######## ooo_issue_scheduler ########
==> ooo_issue_scheduler/util_map.png <==
Scale: 2 px per micron. 15 x 15 tiles, from white (low) to dark blue (high), 0 to 100% covered.
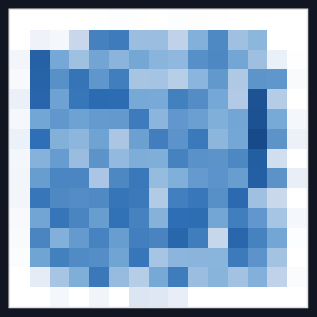

--- src/rtl/mips_core_pkg.sv ---
// Shared scheduler types and sizing constants.
//   DEPTH / IDX_W / TAG_W : queue depth, slot index width, register tag width
//   status_e              : per-entry lifecycle (not_ready -> ready -> executing -> done)
//   entry_t               : per-entry bookkeeping held by the issue scheduler
//   src_is_ready()        : operand readiness at allocation, including writeback bypass
package mips_core_pkg;

    localparam int DEPTH = 8;
    localparam int IDX_W = 3;
    localparam int TAG_W = 5;

    typedef enum logic [1:0] {
        ST_NOT_READY = 2'd0,
        ST_READY     = 2'd1,
        ST_EXECUTING = 2'd2,
        ST_DONE      = 2'd3
    } status_e;

    typedef struct packed {
        logic             valid;
        status_e          status;
        logic [TAG_W-1:0] src1_tag;
        logic [TAG_W-1:0] src2_tag;
        logic             src1_rdy;
        logic             src2_rdy;
    } entry_t;

    // Tag 0 is the hard-wired $zero register, so it never has to wait.
    function automatic logic src_is_ready(input logic             rdy,
                                          input logic [TAG_W-1:0] tag,
                                          input logic             wb_valid,
                                          input logic [TAG_W-1:0] wb_tag);
        return rdy || (tag == '0) || (wb_valid && (wb_tag == tag));
    endfunction

endpackage

--- src/rtl/oldest_ready_select.sv ---
// Circular priority picker: returns the first set bit of ready_vec found
// when scanning upward from head (wrapping modulo DEPTH).
//   ready_vec : per-slot request bits
//   head      : oldest slot, highest priority
//   valid     : at least one request present
//   idx       : selected slot (equals head when nothing is selected)
module oldest_ready_select #(
    parameter int DEPTH = 8,
    parameter int IDX_W = 3
) (
    input  logic [DEPTH-1:0] ready_vec,
    input  logic [IDX_W-1:0] head,
    output logic             valid,
    output logic [IDX_W-1:0] idx
);

    always_comb begin
        valid = 1'b0;
        idx   = head;
        // Walk from the youngest position back to head so the oldest hit wins.
        for (int i = DEPTH - 1; i >= 0; i--) begin
            if (ready_vec[head + IDX_W'(i)]) begin
                valid = 1'b1;
                idx   = head + IDX_W'(i);
            end
        end
    end

endmodule

--- src/rtl/ooo_issue_scheduler.sv ---
// Out-of-order issue queue controller (status and pointers only; payload
// storage elsewhere is indexed by alloc_idx / issue_idx / retire_idx).
//   alloc_*    : decode-side allocation handshake and source operand info
//   wb_*       : register writeback broadcast used for wakeup and bypass
//   issue_*    : oldest-ready selection toward execute, with back-pressure
//   complete_* : execution-finished notification for an executing slot
//   retire_*   : in-order retirement of the head entry when done
//   flush      : discard every entry; outputs still show pre-flush state
//   occupancy  : number of live entries, 0..DEPTH
module ooo_issue_scheduler #(
    parameter int DEPTH = mips_core_pkg::DEPTH,
    parameter int IDX_W = mips_core_pkg::IDX_W,
    parameter int TAG_W = mips_core_pkg::TAG_W
) (
    input  logic             clk,
    input  logic             rst,
    input  logic             flush,
    input  logic             alloc_valid,
    output logic             alloc_ready,
    output logic [IDX_W-1:0] alloc_idx,
    input  logic [TAG_W-1:0] alloc_src1_tag,
    input  logic             alloc_src1_rdy,
    input  logic [TAG_W-1:0] alloc_src2_tag,
    input  logic             alloc_src2_rdy,
    input  logic             wb_valid,
    input  logic [TAG_W-1:0] wb_tag,
    output logic             issue_valid,
    output logic [IDX_W-1:0] issue_idx,
    input  logic             issue_ready,
    input  logic             complete_valid,
    input  logic [IDX_W-1:0] complete_idx,
    output logic             retire_valid,
    output logic [IDX_W-1:0] retire_idx,
    output logic [IDX_W:0]   occupancy
);

    import mips_core_pkg::*;

    localparam logic [IDX_W:0] FULL_CNT = (IDX_W + 1)'(DEPTH);

    entry_t           q     [DEPTH];
    entry_t           q_nxt [DEPTH];
    logic [IDX_W-1:0] head;
    logic [IDX_W-1:0] tail;
    logic [IDX_W:0]   count;
    logic [DEPTH-1:0] ready_vec;
    logic             do_alloc;
    logic             do_issue;
    logic             do_complete;
    logic             do_retire;
    logic             new_src1_rdy;
    logic             new_src2_rdy;

    always_comb begin
        for (int i = 0; i < DEPTH; i++) begin
            ready_vec[i] = q[i].valid && (q[i].status == ST_READY);
        end
    end

    oldest_ready_select #(
        .DEPTH (DEPTH),
        .IDX_W (IDX_W)
    ) u_select (
        .ready_vec (ready_vec),
        .head      (head),
        .valid     (issue_valid),
        .idx       (issue_idx)
    );

    // Reset forces alloc_ready low even though count is already zero.
    assign alloc_ready  = !rst && (count < FULL_CNT);
    assign alloc_idx    = tail;
    assign occupancy    = count;
    assign retire_valid = q[head].valid && (q[head].status == ST_DONE);
    assign retire_idx   = head;

    assign do_alloc    = alloc_valid && alloc_ready;
    assign do_issue    = issue_valid && issue_ready;
    assign do_retire   = retire_valid;
    // Stale or bogus completions (slot not executing) are dropped silently.
    assign do_complete = complete_valid && q[complete_idx].valid &&
                         (q[complete_idx].status == ST_EXECUTING);

    assign new_src1_rdy = src_is_ready(alloc_src1_rdy, alloc_src1_tag, wb_valid, wb_tag);
    assign new_src2_rdy = src_is_ready(alloc_src2_rdy, alloc_src2_tag, wb_valid, wb_tag);

    // Issue, complete, retire and allocate always touch different slots
    // (ready / executing / done / free), so their updates never collide.
    always_comb begin
        for (int i = 0; i < DEPTH; i++) begin
            q_nxt[i] = q[i];
            if (q[i].valid) begin
                if (wb_valid && (wb_tag == q[i].src1_tag)) q_nxt[i].src1_rdy = 1'b1;
                if (wb_valid && (wb_tag == q[i].src2_tag)) q_nxt[i].src2_rdy = 1'b1;
                if ((q[i].status == ST_NOT_READY) && q_nxt[i].src1_rdy && q_nxt[i].src2_rdy)
                    q_nxt[i].status = ST_READY;
            end
        end
        if (do_issue)    q_nxt[issue_idx].status    = ST_EXECUTING;
        if (do_complete) q_nxt[complete_idx].status = ST_DONE;
        if (do_retire)   q_nxt[head]                = '0;
        if (do_alloc) begin
            q_nxt[tail].valid    = 1'b1;
            q_nxt[tail].src1_tag = alloc_src1_tag;
            q_nxt[tail].src2_tag = alloc_src2_tag;
            q_nxt[tail].src1_rdy = new_src1_rdy;
            q_nxt[tail].src2_rdy = new_src2_rdy;
            q_nxt[tail].status   = (new_src1_rdy && new_src2_rdy) ? ST_READY : ST_NOT_READY;
        end
    end

    always_ff @(posedge clk or posedge rst) begin
        if (rst) begin
            head  <= '0;
            tail  <= '0;
            count <= '0;
            for (int i = 0; i < DEPTH; i++) q[i] <= '0;
        end else if (flush) begin
            head  <= '0;
            tail  <= '0;
            count <= '0;
            for (int i = 0; i < DEPTH; i++) q[i] <= '0;
        end else begin
            q     <= q_nxt;
            head  <= head + IDX_W'(do_retire);
            tail  <= tail + IDX_W'(do_alloc);
            count <= count + (IDX_W + 1)'(do_alloc) - (IDX_W + 1)'(do_retire);
        end
    end

endmodule

--- config.mk ---
export PLATFORM = sky130hd
export DESIGN_NAME = ooo_issue_scheduler
export DESIGN_NICKNAME = d
export VERILOG_FILES = /design/src/rtl/mips_core_pkg.sv /design/src/rtl/oldest_ready_select.sv /design/src/rtl/ooo_issue_scheduler.sv
export SDC_FILE = /design/constraint.sdc
export NUM_CORES = 1
export LEC_CHECK = 0
export ABC_AREA = 1
export CAP_MARGIN = 30
export CELL_PAD_IN_SITES_DETAIL_PLACEMENT = 0
export CELL_PAD_IN_SITES_GLOBAL_PLACEMENT = 1
export CORE_MARGIN = 8
export CORE_UTILIZATION = 46
export DETAILED_ROUTE_END_ITERATION = 10
export GPL_TIMING_DRIVEN = 0
export PLACE_DENSITY = 0.8
export SLEW_MARGIN = 10
export SYNTH_ARGS = -nofsm -noshare
export SYNTH_HDL_FRONTEND = slang
export SYNTH_SLANG_ARGS = --single-unit
--- constraint.sdc ---
create_clock -name clk -period 6.88 [get_ports clk]
set_input_delay 2.064 -clock clk [delete_from_list [all_inputs] [get_ports clk]]
set_output_delay 2.064 -clock clk [all_outputs]
set_load 0.01 [all_outputs]
######## port_bank ########
File: src/rtl/port_bank_pkg.sv
// -----------------------------------------------------------------------------
// port_bank_pkg
// Shared definitions for the CPU I/O port bank: default bus width, the
// classification of a decoded port access, and helpers that place the
// fixed-function ports (SW, BTNEV, DSEL) directly after the NUM_OUT output
// registers in the address map.
// -----------------------------------------------------------------------------
package port_bank_pkg;

    localparam int WORD_SIZE_DEFAULT = 16;
    localparam int SW_WIDTH          = 8;
    localparam int SSD_WIDTH         = 16;

    // What kind of port a bus address lands on after decode.
    typedef enum logic [2:0] {
        KIND_NONE,
        KIND_OUT,
        KIND_SW,
        KIND_BTNEV,
        KIND_DSEL
    } port_kind_e;

    // Offsets of the fixed ports, relative to the size of the output register file.
    function automatic int port_ofs_sw(input int num_out);
        return num_out;
    endfunction

    function automatic int port_ofs_btnev(input int num_out);
        return num_out + 1;
    endfunction

    function automatic int port_ofs_dsel(input int num_out);
        return num_out + 2;
    endfunction

endpackage

File: src/rtl/port_bank_debounce.sv
// -----------------------------------------------------------------------------
// port_debounce
// One button channel: 2-flop synchroniser, stability counter, accepted level
// and a one-cycle pulse when the accepted level goes 0 -> 1.
// Ports:
//   clk      in  system clock
//   rst      in  asynchronous active-high reset
//   btn_raw  in  raw, bouncy, asynchronous button level
//   rise     out one-cycle pulse on a 0 -> 1 change of the accepted level
// -----------------------------------------------------------------------------
module port_debounce #(
    parameter int DEBOUNCE_CYCLES = 1000
) (
    input  logic clk,
    input  logic rst,
    input  logic btn_raw,
    output logic rise
);

    localparam int CNT_W = $clog2(DEBOUNCE_CYCLES) + 1;
    localparam logic [CNT_W-1:0] CNT_MAX = CNT_W'(DEBOUNCE_CYCLES - 1);

    logic             sync1;
    logic             sync2;
    logic             level;
    logic [CNT_W-1:0] cnt;

    // Bring the asynchronous button into the clock domain before anything looks at it.
    always_ff @(posedge clk or posedge rst) begin
        if (rst) begin
            sync1 <= 1'b0;
            sync2 <= 1'b0;
        end else begin
            sync1 <= btn_raw;
            sync2 <= sync1;
        end
    end

    // The counter measures how long the synchronised input has disagreed
    // with the accepted level; any agreement (a bounce back) restarts it.
    // Once the disagreement has lasted long enough, the new level is accepted,
    // which makes the two agree again and parks the counter at zero.
    always_ff @(posedge clk or posedge rst) begin
        if (rst) begin
            cnt   <= '0;
            level <= 1'b0;
            rise  <= 1'b0;
        end else begin
            rise <= 1'b0;
            if (sync2 == level) begin
                cnt <= '0;
            end else if (cnt == CNT_MAX) begin
                level <= sync2;
                rise  <= sync2;
                cnt   <= '0;
            end else begin
                cnt <= cnt + 1'b1;
            end
        end
    end

endmodule

File: src/rtl/port_bank.sv
// -----------------------------------------------------------------------------
// port_bank
// CPU I/O port peripheral. Decodes the cpu port bus and provides NUM_OUT
// read/write output registers, a synchronised switch port, a sticky
// debounced button-event port and a display-select register that chooses
// which output register feeds the seven-segment driver.
// Ports:
//   clk, rst   clock and asynchronous active-high reset
//   portaddr   port address from cpu (full WORD_SIZE compare)
//   portval    write data from cpu
//   portset    single-cycle write strobe
//   portget    single-cycle read strobe
//   portout    registered read data, held until the next read
//   portready  one-cycle pulse for every read strobe, one cycle later
//   sw         raw switches
//   btn        raw buttons
//   show_val   low 16 bits of the selected output register
// -----------------------------------------------------------------------------
module port_bank
    import port_bank_pkg::*;
#(
    parameter int WORD_SIZE       = WORD_SIZE_DEFAULT,
    parameter int NUM_OUT         = 4,
    parameter int NUM_BTN         = 4,
    parameter int BASE_ADDR       = 0,
    parameter int DEBOUNCE_CYCLES = 1000
) (
    input  logic                 clk,
    input  logic                 rst,
    input  logic [WORD_SIZE-1:0] portaddr,
    input  logic [WORD_SIZE-1:0] portval,
    input  logic                 portset,
    input  logic                 portget,
    output logic [WORD_SIZE-1:0] portout,
    output logic                 portready,
    input  logic [SW_WIDTH-1:0]  sw,
    input  logic [NUM_BTN-1:0]   btn,
    output logic [SSD_WIDTH-1:0] show_val
);

    localparam int SEL_W = $clog2(NUM_OUT);
    localparam logic [WORD_SIZE-1:0] BASE      = WORD_SIZE'(BASE_ADDR);
    localparam logic [WORD_SIZE-1:0] NUM_OUT_W = WORD_SIZE'(NUM_OUT);
    localparam logic [WORD_SIZE-1:0] OFS_SW    = WORD_SIZE'(port_ofs_sw(NUM_OUT));
    localparam logic [WORD_SIZE-1:0] OFS_BTNEV = WORD_SIZE'(port_ofs_btnev(NUM_OUT));
    localparam logic [WORD_SIZE-1:0] OFS_DSEL  = WORD_SIZE'(port_ofs_dsel(NUM_OUT));

    logic [WORD_SIZE-1:0] out_reg [NUM_OUT];
    logic [SEL_W-1:0]     disp_sel;
    logic [NUM_BTN-1:0]   btn_ev;
    logic [NUM_BTN-1:0]   btn_rise;
    logic [SW_WIDTH-1:0]  sw_sync1;
    logic [SW_WIDTH-1:0]  sw_sync2;

    logic                 borrow;
    logic [WORD_SIZE-1:0] offset;
    port_kind_e           kind;
    logic [SEL_W-1:0]     out_idx;
    logic [WORD_SIZE-1:0] rd_data;
    logic                 ev_clear;

    // The subtraction is done one bit wider so an address below BASE shows up
    // as a borrow instead of wrapping around onto a valid offset.
    always_comb begin
        {borrow, offset} = {1'b0, portaddr} - {1'b0, BASE};
        out_idx = offset[SEL_W-1:0];
        kind    = KIND_NONE;
        if (!borrow) begin
            if (offset < NUM_OUT_W)
                kind = KIND_OUT;
            else if (offset == OFS_SW)
                kind = KIND_SW;
            else if (offset == OFS_BTNEV)
                kind = KIND_BTNEV;
            else if (offset == OFS_DSEL)
                kind = KIND_DSEL;
        end
    end

    // Read mux; unclaimed addresses read as zero.
    always_comb begin
        rd_data = '0;
        case (kind)
            KIND_OUT:   rd_data = out_reg[out_idx];
            KIND_SW:    rd_data = WORD_SIZE'(sw_sync2);
            KIND_BTNEV: rd_data = WORD_SIZE'(btn_ev);
            KIND_DSEL:  rd_data = WORD_SIZE'(disp_sel);
            default:    rd_data = '0;
        endcase
    end

    assign ev_clear = portget && (kind == KIND_BTNEV);

    // Writable state: output registers and the display select. SW and BTNEV
    // are read-only, so writes to them simply fall through.
    always_ff @(posedge clk or posedge rst) begin
        if (rst) begin
            for (int i = 0; i < NUM_OUT; i++)
                out_reg[i] <= '0;
            disp_sel <= '0;
        end else if (portset) begin
            if (kind == KIND_OUT)
                out_reg[out_idx] <= portval;
            else if (kind == KIND_DSEL)
                disp_sel <= portval[SEL_W-1:0];
        end
    end

    // Sticky button events. A read clears exactly the bits it returned, but a
    // new rising edge in the same cycle is ORed in afterwards so it survives.
    always_ff @(posedge clk or posedge rst) begin
        if (rst)
            btn_ev <= '0;
        else if (ev_clear)
            btn_ev <= btn_rise;
        else
            btn_ev <= btn_ev | btn_rise;
    end

    // Read response: every strobe gets a ready pulse; data is held between reads.
    // Because the mux sees pre-edge state, a same-cycle write is not visible yet.
    always_ff @(posedge clk or posedge rst) begin
        if (rst) begin
            portout   <= '0;
            portready <= 1'b0;
        end else begin
            portready <= portget;
            if (portget)
                portout <= rd_data;
        end
    end

    // Switches are not debounced, only synchronised.
    always_ff @(posedge clk or posedge rst) begin
        if (rst) begin
            sw_sync1 <= '0;
            sw_sync2 <= '0;
        end else begin
            sw_sync1 <= sw;
            sw_sync2 <= sw_sync1;
        end
    end

    for (genvar g = 0; g < NUM_BTN; g++) begin : g_btn
        port_debounce #(
            .DEBOUNCE_CYCLES(DEBOUNCE_CYCLES)
        ) u_debounce (
            .clk    (clk),
            .rst    (rst),
            .btn_raw(btn[g]),
            .rise   (btn_rise[g])
        );
    end

    assign show_val = SSD_WIDTH'(out_reg[disp_sel]);

endmodule
File: config.mk
export PLATFORM = sky130hd
export DESIGN_NAME = port_bank
export DESIGN_NICKNAME = d
export VERILOG_FILES = /design/src/rtl/port_bank_pkg.sv /design/src/rtl/port_bank_debounce.sv /design/src/rtl/port_bank.sv
export SDC_FILE = /design/constraint.sdc
export NUM_CORES = 1
export LEC_CHECK = 0
export ABC_AREA = 1
export CAP_MARGIN = 30
export CORE_AREA = 2 2 125 127
export DETAILED_ROUTE_END_ITERATION = 10
export DIE_AREA = 0 0 127 129
export GPL_TIMING_DRIVEN = 0
export PLACE_DENSITY_LB_ADDON = 0.15
export SETUP_SLACK_MARGIN = 0.15
export SLEW_MARGIN = 20
export SYNTH_ARGS = -nofsm -noshare
export SYNTH_HDL_FRONTEND = slang
export SYNTH_SLANG_ARGS = --single-unit
File: constraint.sdc
create_clock -name clk -period 5.9 [get_ports clk]
set_input_delay 1.18 -clock clk [delete_from_list [all_inputs] [get_ports clk]]
set_output_delay 1.18 -clock clk [all_outputs]
set_load 0.05 [all_outputs]
######## ps2_rx_fifo ########
$ cat src/rtl/ps2_rx_fifo.sv
// ps2_rx_fifo: PS/2 keyboard receiver with a small byte FIFO and sticky status.
//
// Ports
//   clk      : system clock, all state changes on its rising edge
//   reset_n  : asynchronous active-low reset
//   ps2_clk  : raw keyboard clock (asynchronous to clk)
//   ps2_data : raw keyboard data (asynchronous to clk)
//   ren      : read strobe; pops the head entry and clears sticky flags
//   data     : {nonempty, overflow, frame_err, 5'b0, head_byte}
//
// A frame is start(0), 8 data bits LSB first, odd parity, stop(1), each bit
// sampled on a falling edge of the synchronized keyboard clock. A completed
// frame is registered once (byte + verdict) and written into the FIFO on the
// following cycle, so a frame ending and a read strobe can meet in the same
// FIFO cycle without special casing.
module ps2_rx_fifo #(
  parameter int FIFO_DEPTH     = 8,
  parameter int TIMEOUT_CYCLES = 5000
) (
  input  logic        clk,
  input  logic        reset_n,
  input  logic        ps2_clk,
  input  logic        ps2_data,
  input  logic        ren,
  output logic [15:0] data
);

  localparam int AW = $clog2(FIFO_DEPTH);
  localparam int TW = $clog2(TIMEOUT_CYCLES + 1);

  typedef enum logic [1:0] {S_IDLE, S_DATA, S_PARITY, S_STOP} state_t;

  // ---------------------------------------------------------------- sync
  logic [1:0] clk_sync, dat_sync;
  logic       clk_prev;
  logic       fall, bit_in;

  always_ff @(posedge clk or negedge reset_n) begin
    if (!reset_n) begin
      clk_sync <= 2'b11;
      dat_sync <= 2'b11;
      clk_prev <= 1'b1;
    end else begin
      clk_sync <= {clk_sync[0], ps2_clk};
      dat_sync <= {dat_sync[0], ps2_data};
      clk_prev <= clk_sync[1];
    end
  end

  assign fall   = clk_prev & ~clk_sync[1];
  assign bit_in = dat_sync[1];

  // ---------------------------------------------------------------- frame FSM
  state_t        state, state_nx;
  logic [7:0]    shreg, shreg_nx;
  logic [2:0]    bit_cnt, bit_cnt_nx;
  logic          par_bit, par_nx;
  logic [TW-1:0] tmo_cnt, tmo_nx;
  logic          push_nx, err_nx;
  logic          timeout;

  // A partial frame dies after TIMEOUT_CYCLES cycles with no falling edge.
  assign timeout = (state != S_IDLE) && !fall &&
                   (tmo_cnt == TW'(TIMEOUT_CYCLES - 1));

  always_comb begin
    state_nx   = state;
    shreg_nx   = shreg;
    bit_cnt_nx = bit_cnt;
    par_nx     = par_bit;
    tmo_nx     = tmo_cnt;
    push_nx    = 1'b0;
    err_nx     = 1'b0;

    if (state == S_IDLE || fall) tmo_nx = '0;
    else                         tmo_nx = tmo_cnt + TW'(1);

    if (timeout) begin
      state_nx   = S_IDLE;
      shreg_nx   = '0;
      bit_cnt_nx = '0;
      tmo_nx     = '0;
      err_nx     = 1'b1;
    end else if (fall) begin
      unique case (state)
        S_IDLE: begin
          // A high sample here is line noise, not a start bit.
          if (!bit_in) begin
            state_nx   = S_DATA;
            bit_cnt_nx = '0;
          end
        end
        S_DATA: begin
          shreg_nx   = {bit_in, shreg[7:1]};
          bit_cnt_nx = bit_cnt + 3'd1;
          if (bit_cnt == 3'd7) state_nx = S_PARITY;
        end
        S_PARITY: begin
          par_nx   = bit_in;
          state_nx = S_STOP;
        end
        S_STOP: begin
          state_nx = S_IDLE;
          if (bit_in && (^{shreg, par_bit})) push_nx = 1'b1;
          else                               err_nx  = 1'b1;
        end
        default: state_nx = S_IDLE;
      endcase
    end
  end

  logic       push_q, err_q;
  logic [7:0] push_byte;

  always_ff @(posedge clk or negedge reset_n) begin
    if (!reset_n) begin
      state     <= S_IDLE;
      shreg     <= '0;
      bit_cnt   <= '0;
      par_bit   <= 1'b0;
      tmo_cnt   <= '0;
      push_q    <= 1'b0;
      err_q     <= 1'b0;
      push_byte <= '0;
    end else begin
      state     <= state_nx;
      shreg     <= shreg_nx;
      bit_cnt   <= bit_cnt_nx;
      par_bit   <= par_nx;
      tmo_cnt   <= tmo_nx;
      push_q    <= push_nx;
      err_q     <= err_nx;
      if (push_nx) push_byte <= shreg;
    end
  end

  // ---------------------------------------------------------------- FIFO
  logic [7:0]  mem [FIFO_DEPTH];
  logic [AW:0] wptr, rptr;
  logic        empty, full, pop, wr, ovf_set;
  logic        overflow, frame_err;

  assign empty   = (wptr == rptr);
  assign full    = (wptr[AW] != rptr[AW]) && (wptr[AW-1:0] == rptr[AW-1:0]);
  assign pop     = ren & ~empty;
  // When full, a same-cycle pop frees the slot the write lands in.
  assign wr      = push_q & (~full | pop);
  assign ovf_set = push_q & full & ~pop;

  always_ff @(posedge clk) begin
    if (wr) mem[wptr[AW-1:0]] <= push_byte;
  end

  always_ff @(posedge clk or negedge reset_n) begin
    if (!reset_n) begin
      wptr      <= '0;
      rptr      <= '0;
      overflow  <= 1'b0;
      frame_err <= 1'b0;
    end else begin
      if (wr)  wptr <= wptr + 1'b1;
      if (pop) rptr <= rptr + 1'b1;
      // A read clears the sticky flags, but a fresh event in the same cycle wins.
      overflow  <= (overflow  & ~ren) | ovf_set;
      frame_err <= (frame_err & ~ren) | err_q;
    end
  end

  assign data = {~empty, overflow, frame_err, 5'b0,
                 empty ? 8'h00 : mem[rptr[AW-1:0]]};

endmodule

$ cat config.mk
export PLATFORM = sky130hd
export DESIGN_NAME = ps2_rx_fifo
export DESIGN_NICKNAME = d
export VERILOG_FILES = /design/src/rtl/ps2_rx_fifo.sv
export SDC_FILE = /design/constraint.sdc
export NUM_CORES = 1
export LEC_CHECK = 0
export ABC_AREA = 1
export CELL_PAD_IN_SITES_DETAIL_PLACEMENT = 0
export CELL_PAD_IN_SITES_GLOBAL_PLACEMENT = 1
export CORE_MARGIN = 4
export CORE_UTILIZATION = 44
export CTS_BUF_LIST = sky130_fd_sc_hd__clkbuf_4 sky130_fd_sc_hd__clkbuf_8 sky130_fd_sc_hd__clkbuf_16
export DETAILED_ROUTE_END_ITERATION = 8
export GPL_ROUTABILITY_DRIVEN = 0
export MAX_ROUTING_LAYER = met4
export PLACE_DENSITY = 0.78
export SYNTH_ARGS = -nofsm -noshare
export SYNTH_HDL_FRONTEND = slang
export SYNTH_SLANG_ARGS = --single-unit
$ cat constraint.sdc
create_clock -name clk -period 2.1 [get_ports clk]
set_input_delay 0.63 -clock clk [delete_from_list [all_inputs] [get_ports clk]]
set_output_delay 0.63 -clock clk [all_outputs]
set_load 0.02 [all_outputs]
==> port_bank/m1.png <==
Scale: 2 px per micron. Supply wires on this layer in gray.
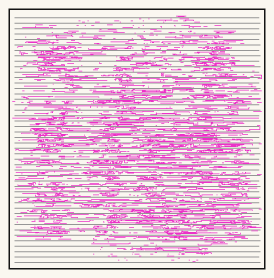
The layer carries 8240 microns of wire. The wires run mostly horizontal. The layer holds 45% of the routed length.

==> port_bank/util_map.png <==
Scale: 3 px per micron. 13 x 13 tiles, from white (low) to dark blue (high), 0 to 100% covered.
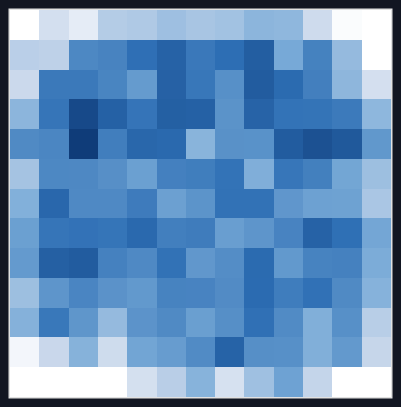
The emptiest ninth of the die: bottom left. 15% of the tiles are over 75% full. The fullest tile reaches 95%. 5.3% of the tiles are nearly empty.

==> Slide: Implementation Results, port_bank <==
Implementation Results

Timing
  • Post-layout min period: 4.04 ns

Critical path
  • Crit path DRT: 4.72 ns
  • Slowest CP cell: clkdlybuf4s50_1
  • FF-to-FF path depth: 5
  • Flop-to-flop setup slack: 4.36 ns
  • Crit Path Max Fanout: 10

Status
  • Outcome: completed

Global route
  • Total congestion overflow: 0
  • Largest net degree at the start of global routing: 90

Power and ir drop
  • Power Combinational: 0.000112 W
  • Seq pwr: 0.00114 W
  • Clk. pwr: 0.00114 W
  • Clk pwr share: 47.7%
  • P_int: 0.00182 W

Synthesis
  • Top cells by count: 234 x nand2_1, 163 x dfrtp_1, 99 x nor2_1
  • Mapped Cells: 885
  • Comb area leader: simple AND/OR/NAND/NOR gates
  • Xor/xnor share of the synthesized area: 1.73%

Finish
  • # nets final: 1036
  • Core Util, Final: 61.8%

Route
  • Pre-Repair DR Iteration Count: 5
  • WL final: 18500 microns

Min path
  • Hold depth: 0
port_bank: area by class of cell:
| cell class | instances | area (sq um) |
|---|---|---|
| fillers | 1285 | 5710 |
| flip-flops and latches | 163 | 4080 |
| multi-input cells | 619 | 3020 |
| repair buffers | 80 | 818 |
| clock buffers | 17 | 425 |
| inverters | 75 | 289 |
| well taps | 188 | 235 |
| plain buffers | 28 | 208 |
| clock inverters | 15 | 189 |
port_bank: stage by stage:
stage	TNS (ns)	cell area, sq um
4_1_cts	0	9260
5_1_grt	0	9260
3_3_place_gp	-305.99	8610
3_5_place_dp	0	8650
6_report	0	9260
2_1_floorplan	0	7590
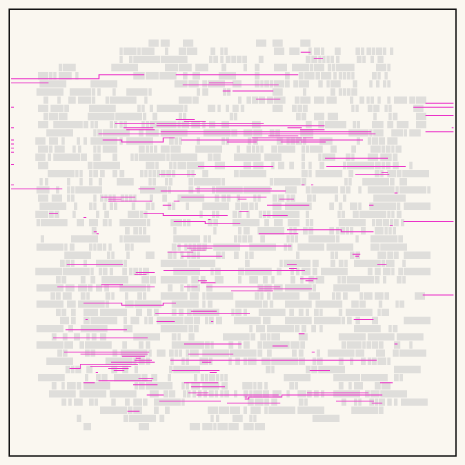
(ooo_issue_scheduler/m3.png)
Scale: 3 px per micron.
The wires run mostly horizontal. The layer holds 7.2% of the routed length.

==> ooo_issue_scheduler/clock_nets.png <==
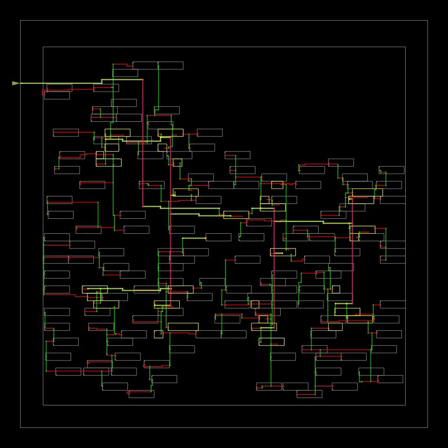
Num CTS Buffers: 17
clock sink count: 130
worst skew pair latency: 0.43 ns
# clk buffers: 20
Clk. pwr: 0.000941 W

Notes on ooo_issue_scheduler/util_map.png above:
The emptiest ninth of the die: top right. The densest ninth of the die: middle. The mean over all tiles is 41%.

==> Slide: Implementation Results, ooo_issue_scheduler <==
Implementation Results

Status
  • Outcome: completed

Power and ir drop
  • Peak supply drop: 0.246 mV
  • Combinational share of power: 27.4%

Route
  • Final ANT Viol Nets: 0
  • Drt wl/cell: 20.6 microns
  • WL final: 27000 microns

Critical path
  • Worst setup path class: register to primary output
  • CP peak stage delay: 0.59 ns

Synthesis
  • # Cells Yosys: 1020
  • Ao+oa area frac: 20.0%
  • Synth warn: 0

Job
  • Max-cap viol count: 0

Timing
  • Hold Slack: 0.509 ns

Min path
  • Worst hold path class: register to register

Floorplan
  • # Taps: 225
==> ooo_issue_scheduler: cell usage in the layout, fill, tap and decap left out, drive strengths merged, types with 4 or more instances in the layout <==
cell type / instances
nand2: 210
inv: 134
dfrtp: 130
o21ai: 87
a21oi: 82
nand3: 81
nor2: 77
clkbuf: 42
o22ai: 40
clkdlybuf4s50: 37
nand4: 23
xor2: 20
nor3: 18
a221oi: 17
buf: 16
ha: 14
xnor2: 9
a211oi: 5
a31o: 5
clkinv: 5
nor4: 4
o311ai: 4
a21boi: 4
==> ps2_rx_fifo/m1.png <==
Scale: 2 px per micron. Supply wires on this layer in gray.
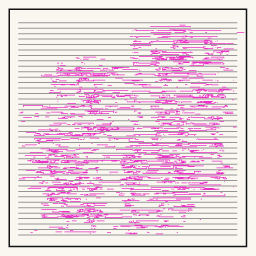
The wires run mostly horizontal. The longest straight run is 26.7 microns. The layer carries 4580 microns of wire. The layer holds 45% of the routed length.

==> Slide: Implementation Results, ps2_rx_fifo <==
Implementation Results

Global route
  • Vias in the first global route: 3725
  • First-pass GRT wire length: 17700 microns
  • Total congestion overflow: 0

Timing
  • PnR worst setup slack: -0.281 ns
  • Final setup viols: 9

Synthesis
  • Synth top cell by count: nor2_1
  • EDFF count, synth: 64
  • Comb area leader: simple AND/OR/NAND/NOR gates

Status
  • Outcome: finished, violations left
  • Failing checks: setup timing

Critical path
  • CP cell instances: buf_6 > nor2_2 > nor2_1 > o21ai_1 > o21ai_1 > o21ai_1 > a31oi_1 > buf_4
  • CP Depth: 8

Finish
  • Register area: 3230 sq um
  • Fin cells: 730
  • # nets final: 589

Floorplan
  • Cell Rows: 39
  • Core Box Area: 11600 sq um

Power and ir drop
  • Peak supply drop: 0.518 mV
  • Top power group: combinational logic

Placed design
  • Post-DP HPWL: 6860 microns

Job
  • Log Warnings: 32
==> ps2_rx_fifo: cells in the final DEF, fill, tap and decap left out, types with 13 or more instances in the layout <==
master,synthesis,final
nor2_1,79,72
o21ai_1,2,28
dfrtp_1,47,45
nor3_1,13,13
nand2_1,72,72
nand3_1,34,34
clkbuf_16,0,17
buf_4,8,41
inv_1,42,41
edfxtp_1,64,64
o21ai_0,58,32


==> notes/layouts.md <==
Pictures saved along the way, in no particular order.

Clock distribution.
Plate I
Scale: 3 px per micron.
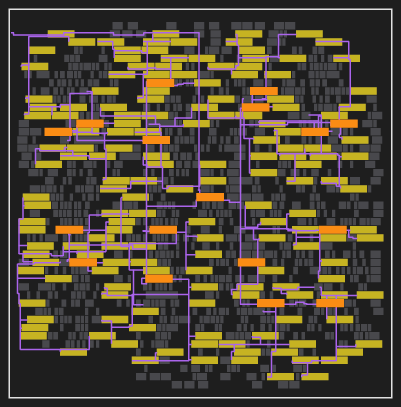
Plate II
Scale: 3 px per micron.
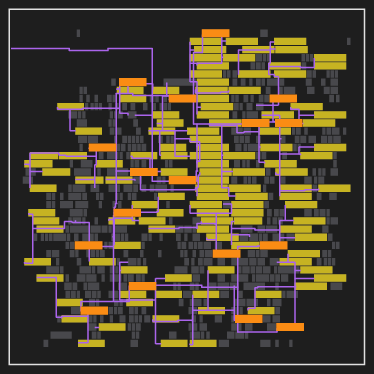
Plate III
Scale: 2 px per micron.
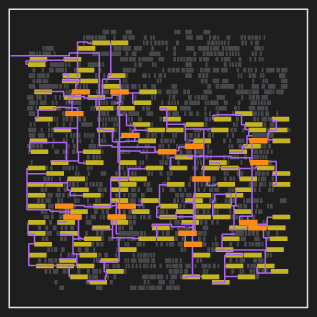
- ooo_issue_scheduler = Plate III
- port_bank = Plate I
- ps2_rx_fifo = Plate II

Power is estimated from default activity; no workload was simulated.
